=== block 1 ===
### Routed metal, one color a layer, block 1

Two of the layers only.
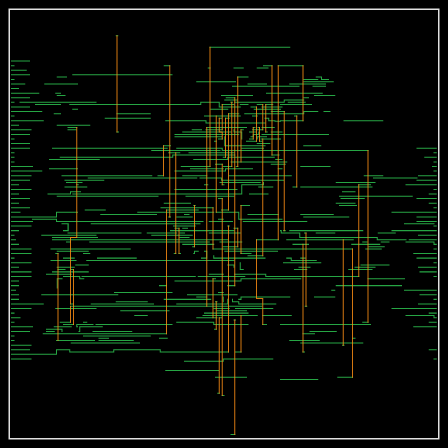

<file path="src/rtl/program_counter_unit.sv">
// ============================================================================
// program_counter_unit : fetch PC sequencer with trap/flush redirect and RAS
// Rev 1.0
// ============================================================================
`default_nettype none

module program_counter_unit #(
    parameter int                 DWIDTH       = 32,
    parameter logic [DWIDTH-1:0]  RESET_VECTOR = '0,
    parameter int                 RAS_DEPTH    = 4
) (
    input  logic              Clk_Core,
    input  logic              Rst_Core,
    input  logic              Trap,
    input  logic [DWIDTH-1:0] Trap_Vector,
    input  logic              Flush,
    input  logic [DWIDTH-1:0] Flush_Target,
    input  logic              Stall,
    input  logic              PC_Sel,
    input  logic [DWIDTH-1:0] Program_Count_Imm,
    input  logic              Ras_Push,
    input  logic              Ras_Pop,
    input  logic              Imem_Ready,
    output logic              Imem_Req,
    output logic [DWIDTH-1:0] Program_Count,
    output logic [DWIDTH-1:0] Program_Count_Off,
    output logic              Ras_Empty
);

    localparam int                C_PTR_W   = (RAS_DEPTH > 1) ? $clog2(RAS_DEPTH) : 1;
    localparam int                C_CNT_W   = C_PTR_W + 1;
    localparam logic [C_PTR_W-1:0] C_PTR_ONE = C_PTR_W'(1);
    localparam logic [C_CNT_W-1:0] C_CNT_ONE = C_CNT_W'(1);
    localparam logic [C_CNT_W-1:0] C_CNT_MAX = C_CNT_W'(RAS_DEPTH);
    localparam logic [DWIDTH-1:0]  C_INSN_SZ = DWIDTH'(4);

    logic [DWIDTH-1:0]  r_pc;
    logic               r_run;
    logic [C_PTR_W-1:0] r_top;
    logic [C_CNT_W-1:0] r_count;
    logic [DWIDTH-1:0]  r_ras [RAS_DEPTH];

    logic               w_advance;
    logic               w_ctl_ok;
    logic               w_empty;
    logic               w_do_push;
    logic               w_do_pop;
    logic [DWIDTH-1:0]  w_pc_off;
    logic [DWIDTH-1:0]  w_pc_next;

    assign w_pc_off  = r_pc + C_INSN_SZ;
    assign w_empty   = (r_count == '0);
    assign Imem_Req  = r_run & ~Stall;
    assign w_advance = Imem_Req & Imem_Ready;
    // Stack side effects only happen on a real fetch that is not being redirected.
    assign w_ctl_ok  = w_advance & ~Trap & ~Flush;
    assign w_do_push = w_ctl_ok & Ras_Push;
    assign w_do_pop  = w_ctl_ok & Ras_Pop & ~w_empty;

    always_comb begin
        w_pc_next = w_pc_off;
        if (Trap)
            w_pc_next = Trap_Vector;
        else if (Flush)
            w_pc_next = Flush_Target;
        else if (!w_advance)
            w_pc_next = r_pc;
        else if (Ras_Pop && !w_empty)
            w_pc_next = r_ras[r_top];
        else if (PC_Sel)
            w_pc_next = Program_Count_Imm;
    end

    always_ff @(posedge Clk_Core or posedge Rst_Core) begin
        if (Rst_Core) begin
            r_pc  <= RESET_VECTOR;
            r_run <= 1'b0;
        end else begin
            r_pc  <= w_pc_next;
            r_run <= 1'b1;
        end
    end

    always_ff @(posedge Clk_Core or posedge Rst_Core) begin
        if (Rst_Core) begin
            r_top   <= '0;
            r_count <= '0;
        end else if (Trap) begin
            r_count <= '0;
        end else if (w_do_push && !w_do_pop) begin
            r_top <= r_top + C_PTR_ONE;
            if (r_count != C_CNT_MAX)
                r_count <= r_count + C_CNT_ONE;
        end else if (w_do_pop && !w_do_push) begin
            r_top   <= r_top - C_PTR_ONE;
            r_count <= r_count - C_CNT_ONE;
        end
    end

    // Entry storage carries no reset; a full stack simply wraps over the oldest slot.
    always_ff @(posedge Clk_Core) begin
        if (w_do_push) begin
            if (w_do_pop)
                r_ras[r_top] <= w_pc_off;
            else
                r_ras[r_top + C_PTR_ONE] <= w_pc_off;
        end
    end

    assign Program_Count     = r_pc;
    assign Program_Count_Off = w_pc_off;
    assign Ras_Empty         = w_empty;

endmodule

`default_nettype wire
</file>
<file path="config.mk">
export PLATFORM = sky130hd
export DESIGN_NAME = program_counter_unit
export DESIGN_NICKNAME = d
export VERILOG_FILES = /design/src/rtl/program_counter_unit.sv
export SDC_FILE = /design/constraint.sdc
export NUM_CORES = 1
export LEC_CHECK = 0
export CORE_MARGIN = 2
export CORE_UTILIZATION = 55
export CTS_CLUSTER_SIZE = 25
export DETAILED_ROUTE_END_ITERATION = 10
export PLACE_DENSITY = 0.86
export RECOVER_POWER = 100
export SYNTH_ARGS = -nofsm -noshare
export SYNTH_HDL_FRONTEND = slang
export SYNTH_SLANG_ARGS = --single-unit
</file>
<file path="constraint.sdc">
create_clock -name Clk_Core -period 7.4 [get_ports Clk_Core]
set_clock_uncertainty 0.1 [all_clocks]
set_input_delay 1.48 -clock Clk_Core [delete_from_list [all_inputs] [get_ports Clk_Core]]
set_output_delay 1.48 -clock Clk_Core [all_outputs]
set_load 0.03 [all_outputs]
</file>
=== block 2 ===
`config.mk`:
```
export PLATFORM = sky130hd
export DESIGN_NAME = bitstream_decoder
export DESIGN_NICKNAME = d
export VERILOG_FILES = /design/src/rtl/bitstream_pkg.sv /design/src/rtl/bitstream_decoder_window_counter.sv /design/src/rtl/bitstream_decoder.sv
export SDC_FILE = /design/constraint.sdc
export NUM_CORES = 1
export LEC_CHECK = 0
export ABC_AREA = 1
export CAP_MARGIN = 40
export CORE_MARGIN = 8
export CORE_UTILIZATION = 45
export DETAILED_ROUTE_END_ITERATION = 8
export GPL_TIMING_DRIVEN = 0
export MAX_ROUTING_LAYER = met4
export PLACE_DENSITY = 0.67
export SLEW_MARGIN = 20
export SYNTH_ARGS = -nofsm -noshare
export SYNTH_HDL_FRONTEND = slang
export SYNTH_SLANG_ARGS = --single-unit
```
`constraint.sdc`:
```
create_clock -name clk -period 1.8 [get_ports clk]
set_clock_uncertainty 0.05 [all_clocks]
set_input_delay 0.36 -clock clk [delete_from_list [all_inputs] [get_ports clk]]
set_output_delay 0.36 -clock clk [all_outputs]
set_load 0.005 [all_outputs]
```
`src/rtl/bitstream_pkg.sv`:
```
// Shared types and arithmetic helpers for stochastic bitstream decoders.
package bitstream_pkg;

    typedef enum logic [1:0] {
        IDLE   = 2'd0,
        SETTLE = 2'd1,
        COUNT  = 2'd2,
        HOLD   = 2'd3
    } decoder_state_t;

    // Count needs WINDOW_BITS+1 bits; one more bit carries the bipolar sign.
    function automatic int res_w(input int window_bits);
        return window_bits + 2;
    endfunction

    // Maps a ones count over a 2^window_bits window onto -N..+N.
    function automatic int to_bipolar(input int count, input int window_bits);
        return 2 * count - (1 << window_bits);
    endfunction

endpackage

```
`src/rtl/bitstream_decoder_window_counter.sv`:
```
// Ones accumulator plus window position counter; last marks the Nth enabled sample.
module window_counter #(
    parameter int WINDOW_BITS = 8
) (
    input  logic                   clk,
    input  logic                   n_rst,
    input  logic                   clr,
    input  logic                   en,
    input  logic                   bit_in,
    output logic [WINDOW_BITS:0]   ones,
    output logic                   last
);

    logic [WINDOW_BITS-1:0] win;

    assign last = en && (win == {WINDOW_BITS{1'b1}});

    always_ff @(posedge clk or negedge n_rst) begin
        if (!n_rst) begin
            ones <= '0;
            win  <= '0;
        end else if (clr) begin
            ones <= '0;
            win  <= '0;
        end else if (en) begin
            ones <= ones + {{WINDOW_BITS{1'b0}}, bit_in};
            win  <= win + 1'b1;
        end
    end

endmodule

```
`src/rtl/bitstream_decoder.sv`:
```
// Stochastic bitstream to binary converter with settle period and valid/ready output.
// Define BITSTREAM_DECODER_BIPOLAR_EN for a signed 2*count-N result instead of the raw count.
module bitstream_decoder
    import bitstream_pkg::*;
#(
    parameter int WINDOW_BITS = 8,
    parameter int SKIP        = 2,
    parameter int RES_W       = res_w(WINDOW_BITS)
) (
    input  logic             clk,
    input  logic             n_rst,
    input  logic             bit_in,
    input  logic             start,
    input  logic             clear,
    output logic             busy,
    output logic [RES_W-1:0] result,
    output logic             result_valid,
    input  logic             result_ready
);

    localparam int SC_W = (SKIP > 1) ? $clog2(SKIP) : 1;
    localparam logic [SC_W-1:0] SETTLE_INIT = SC_W'((SKIP > 0) ? SKIP - 1 : 0);

    decoder_state_t state, next_state;
    logic [SC_W-1:0]      settle_cnt;
    logic                 window_done;
    logic                 cnt_clr, cnt_en, settle_load, settle_dec, load_result;
    logic [WINDOW_BITS:0] ones;
    logic                 last;
    logic [RES_W-1:0]     result_d;

    window_counter #(.WINDOW_BITS(WINDOW_BITS)) u_window (
        .clk    (clk),
        .n_rst  (n_rst),
        .clr    (cnt_clr),
        .en     (cnt_en),
        .bit_in (bit_in),
        .ones   (ones),
        .last   (last)
    );

`ifdef BITSTREAM_DECODER_BIPOLAR_EN
    assign result_d = RES_W'(to_bipolar(int'(ones), WINDOW_BITS));
`else
    assign result_d = RES_W'(ones);
`endif

    always_ff @(posedge clk or negedge n_rst) begin
        if (!n_rst) state <= IDLE;
        else        state <= next_state;
    end

    always_comb begin
        next_state  = state;
        cnt_clr     = 1'b0;
        cnt_en      = 1'b0;
        settle_load = 1'b0;
        settle_dec  = 1'b0;
        load_result = 1'b0;
        if (clear) begin
            next_state = IDLE;
            cnt_clr    = 1'b1;
        end else begin
            case (state)
                IDLE: if (start) begin
                    cnt_clr = 1'b1;
                    if (SKIP > 0) begin
                        next_state  = SETTLE;
                        settle_load = 1'b1;
                    end else begin
                        next_state = COUNT;
                    end
                end
                SETTLE: begin
                    if (settle_cnt == '0) next_state = COUNT;
                    else                  settle_dec = 1'b1;
                end
                // The final sample lands one edge before the result is registered.
                COUNT: begin
                    if (window_done) begin
                        load_result = 1'b1;
                        next_state  = HOLD;
                    end else begin
                        cnt_en = 1'b1;
                    end
                end
                HOLD: if (result_ready) next_state = IDLE;
                default: next_state = IDLE;
            endcase
        end
    end

    always_ff @(posedge clk or negedge n_rst) begin
        if (!n_rst) begin
            settle_cnt  <= '0;
            window_done <= 1'b0;
            result      <= '0;
        end else begin
            if (settle_load)     settle_cnt <= SETTLE_INIT;
            else if (settle_dec) settle_cnt <= settle_cnt - 1'b1;

            if (cnt_clr || load_result) window_done <= 1'b0;
            else if (cnt_en && last)    window_done <= 1'b1;

            if (load_result) result <= result_d;
        end
    end

    assign busy         = (state == SETTLE) || (state == COUNT);
    assign result_valid = (state == HOLD);

endmodule

```
### Routing congestion, block 1

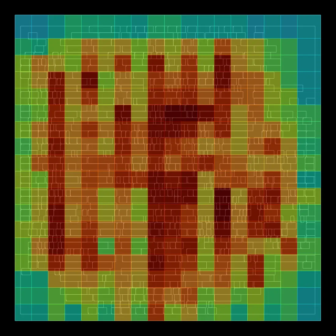
gr usage total: 33.1%
met2 usage: 52.1%
met3 usage in global routing: 9.17%
most heavily used metal layer in global routing: met2
average wire length per cell after detail routing: 26.0 um

## Picture notes: 'Routed metal, one color a layer' of block 1
[orange] met4 | wire length: 1220 um
[green] met3 | wire length: 3570 um

==> impl_metrics.tcl, block 1 <==
# implementation run metrics
set metrics [dict create \
    drt_pass1_iterations 6 \
    cts_hold_repair.buffers 0 \
    cts_num_sinks 166 \
    cap_viol_max_count 2 \
    yosys-dominant-comb-family "AND-OR/OR-AND gates" \
    detailroute.wirelength.met3_mm 3.57 \
    boundaryPins 171 \
    htree_levels 4 \
    cp_delay_by_family_top "buffers and inverters" \
    setup-violations-final 0 \
    regMostFlops "r_ras" \
    post_synth_main_area_contributors "edfxtp_1 46%, dfrtp_1 11%, mux4_2 8.7%, nand2_1 2.4%, o21ai_0 2.1%" \
    reg2reg_depth 7 \
    cpMaxStageDelayCell "clkbuf_1" \
    timing_hold_violations_final 0 \
    top_cells_by_count "128 x edfxtp_1, 54 x nand2_1, 38 x dfrtp_1, 35 x o21ai_0, 34 x a21oi_1" \
    syn_area_per_cell_sq_um 12.6 \
    final_max_tran_viols 86 \
    detailroute.via_count 7006 \
    detail-route-antenna-nets 0 \
    drt-initial-drc-count 1005 \
    floorplan.nets 770 \
    failed_checks "max-capacitance violations, max-slew violations" \
    final.min_clock_period_ns 6.35 \
    run_status "finished, violations left" \
]
block 1: path summary, 6_finish.rpt:
check,start,endpoint,slack (ns)
worst max-delay path,Trap,r_ras[2][28]$_DFFE_PP_,1.05
worst max register to register,r_count[0]$_DFFE_PP0P_,r_ras[2][28]$_DFFE_PP_,3.90
worst min-delay path,Program_Count[0]$_DFFE_PP0P_,r_ras[0][0]$_DFFE_PP_,0.50
worst min register to register,Program_Count[0]$_DFFE_PP0P_,r_ras[0][0]$_DFFE_PP_,0.50
max in group asynchronous,Rst_Core,r_top[0]$_DFFE_PP0P_,3.17
min in group asynchronous,Rst_Core,r_count[0]$_DFFE_PP0P_,2.37
block 1: per-layer routing:
metal	vias up	global-route usage, %
met1	3310	43.0
met5	-	0
met3	120	9.17
li1	2886	-
met2	690	52.1
met4	0	15.8
block 1: area by class of cell:
cell class,instances,area (sq um),area share [%]
inverter,23,86.3,0.811
multi-input combinational,423,3190,30.0
clock buffer,18,429,4.03
clock inverter,14,124,1.16
timing repair buffer,183,1780,16.8
sequential,166,4800,45.1
tap,184,230,2.16
block 1: power breakdown:
group	leakage [nW]	internal, W	switching (W)
registers	1.60	0.00105	0.0000505
clock network	0.265	0.000465	0.000374
logic	1.82	0.000217	0.000296
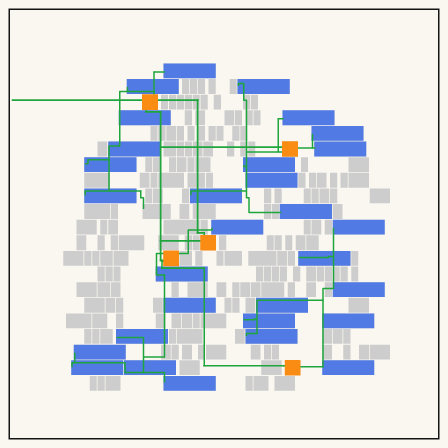
*Clock wires, drivers and flops, block 2*
[orange] cells driving clock nets | count: 5
[green] clock wires | length: 401 um
[blue] flip-flops | count: 30
routed clock nets: 6

==> impl_metrics.tcl, block 2 <==
# implementation run metrics
set metrics [dict create \
    failed_checks "negative hold slack" \
    timing.critical_path.arrival_ns 1.31 \
    grt_start_max_net_pins 31 \
    synth-seq-area-share_pct 48.7 \
    cts_num_sinks 30 \
    layout_worst_path_cycle_share_pct 95.3 \
    run_status "finished, violations left" \
    rrSetupSlack_ns 0.15 \
    drt_met1_wl_mm 1.27 \
    grt.met2_usage_pct 22.2 \
    detailroute.wirelength.met3_um 171 \
    floorplan.rows 21 \
    post-cts-setup-buffers 3 \
    cts_buffers 5 \
    critPathCapture "result_valid" \
    fin_worst_hold_slack_ns -0.000881 \
    switching_share_pct 30.9 \
    viasPerCell 4.79 \
    worst_ep_required_time_ns 1.39 \
    cap_viol_max_count 0 \
    globalRouteOverflowTotal 0 \
    final_max_tran_viols 0 \
    htree_levels 2 \
    timing_hold_violations_final 6 \
    share_comb_of_total_power_pct 25.6 \
    top_layer_used "met4" \
    detail_route.wirelength_mm 3.02 \
]
## block 2: layout make-up
class	instances	area, sq um
plain buffers	4	37.5
clock buffers	6	51.3
well taps	46	57.6
fillers	326	1480
repair buffers	19	173
flip-flops and latches	30	751
multi-input cells	134	664
inverters	25	93.8
## block 2: state kept, by name, indices dropped and copies added (netlist names)
name           count
result             9
u_window.ones      9
u_window.win       8
state              2
settle_cnt         1
window_done        1
## block 2: synthesized netlist by cell type, drive strengths merged
library cell and n:
clkbuf 2, conb 1, xnor2 1, buf 2, ha 7, o21ai 16
inv 25, nand2 59, xor2 1, nand3 14, dfrtp 30, a21oi 3
o31ai 1, nor3 4, nand4 3, nor2 24
## block 2: metrics by stage
stage | cell area (sq um) | std cells | worst slack [ns] | hold slack [ns] | utilization (%)
after floorplan | 1540 | 193 | 0.402 | 0.0144 | -
after global placement | 1760 | 255 | -0.203 | 0.420 | 53.1
after detailed placement | 1750 | 255 | -0.0404 | 0.388 | 53.0
after CTS | 1830 | 264 | -0.00979 | 0.0189 | 55.2
after global routing | 1830 | 264 | -0.0136 | 0.0280 | 55.2
final | 1830 | 264 | 0.0842 | -0.000881 | 55.2


## Gallery

I/O pins on the die edge.
Pins as bars across the die edge, other pins in gray.
(a)
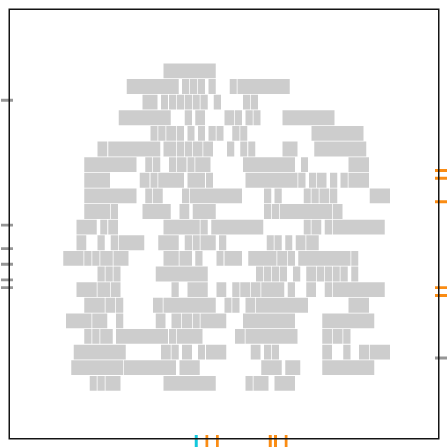
(b)
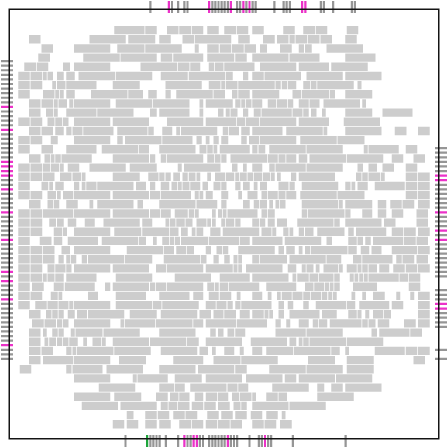
Block 2 is (a).
Block 1 is (b).

Key to (a):
[orange] `result` | pins: 10 | direction: output | edge: 5 bottom, 5 right
[cyan] `bit_in` | pins: 1 | direction: input | edge: bottom
all pins by edge: 6 bottom, 6 left, 6 right

Power is estimated from default activity; no workload was simulated.
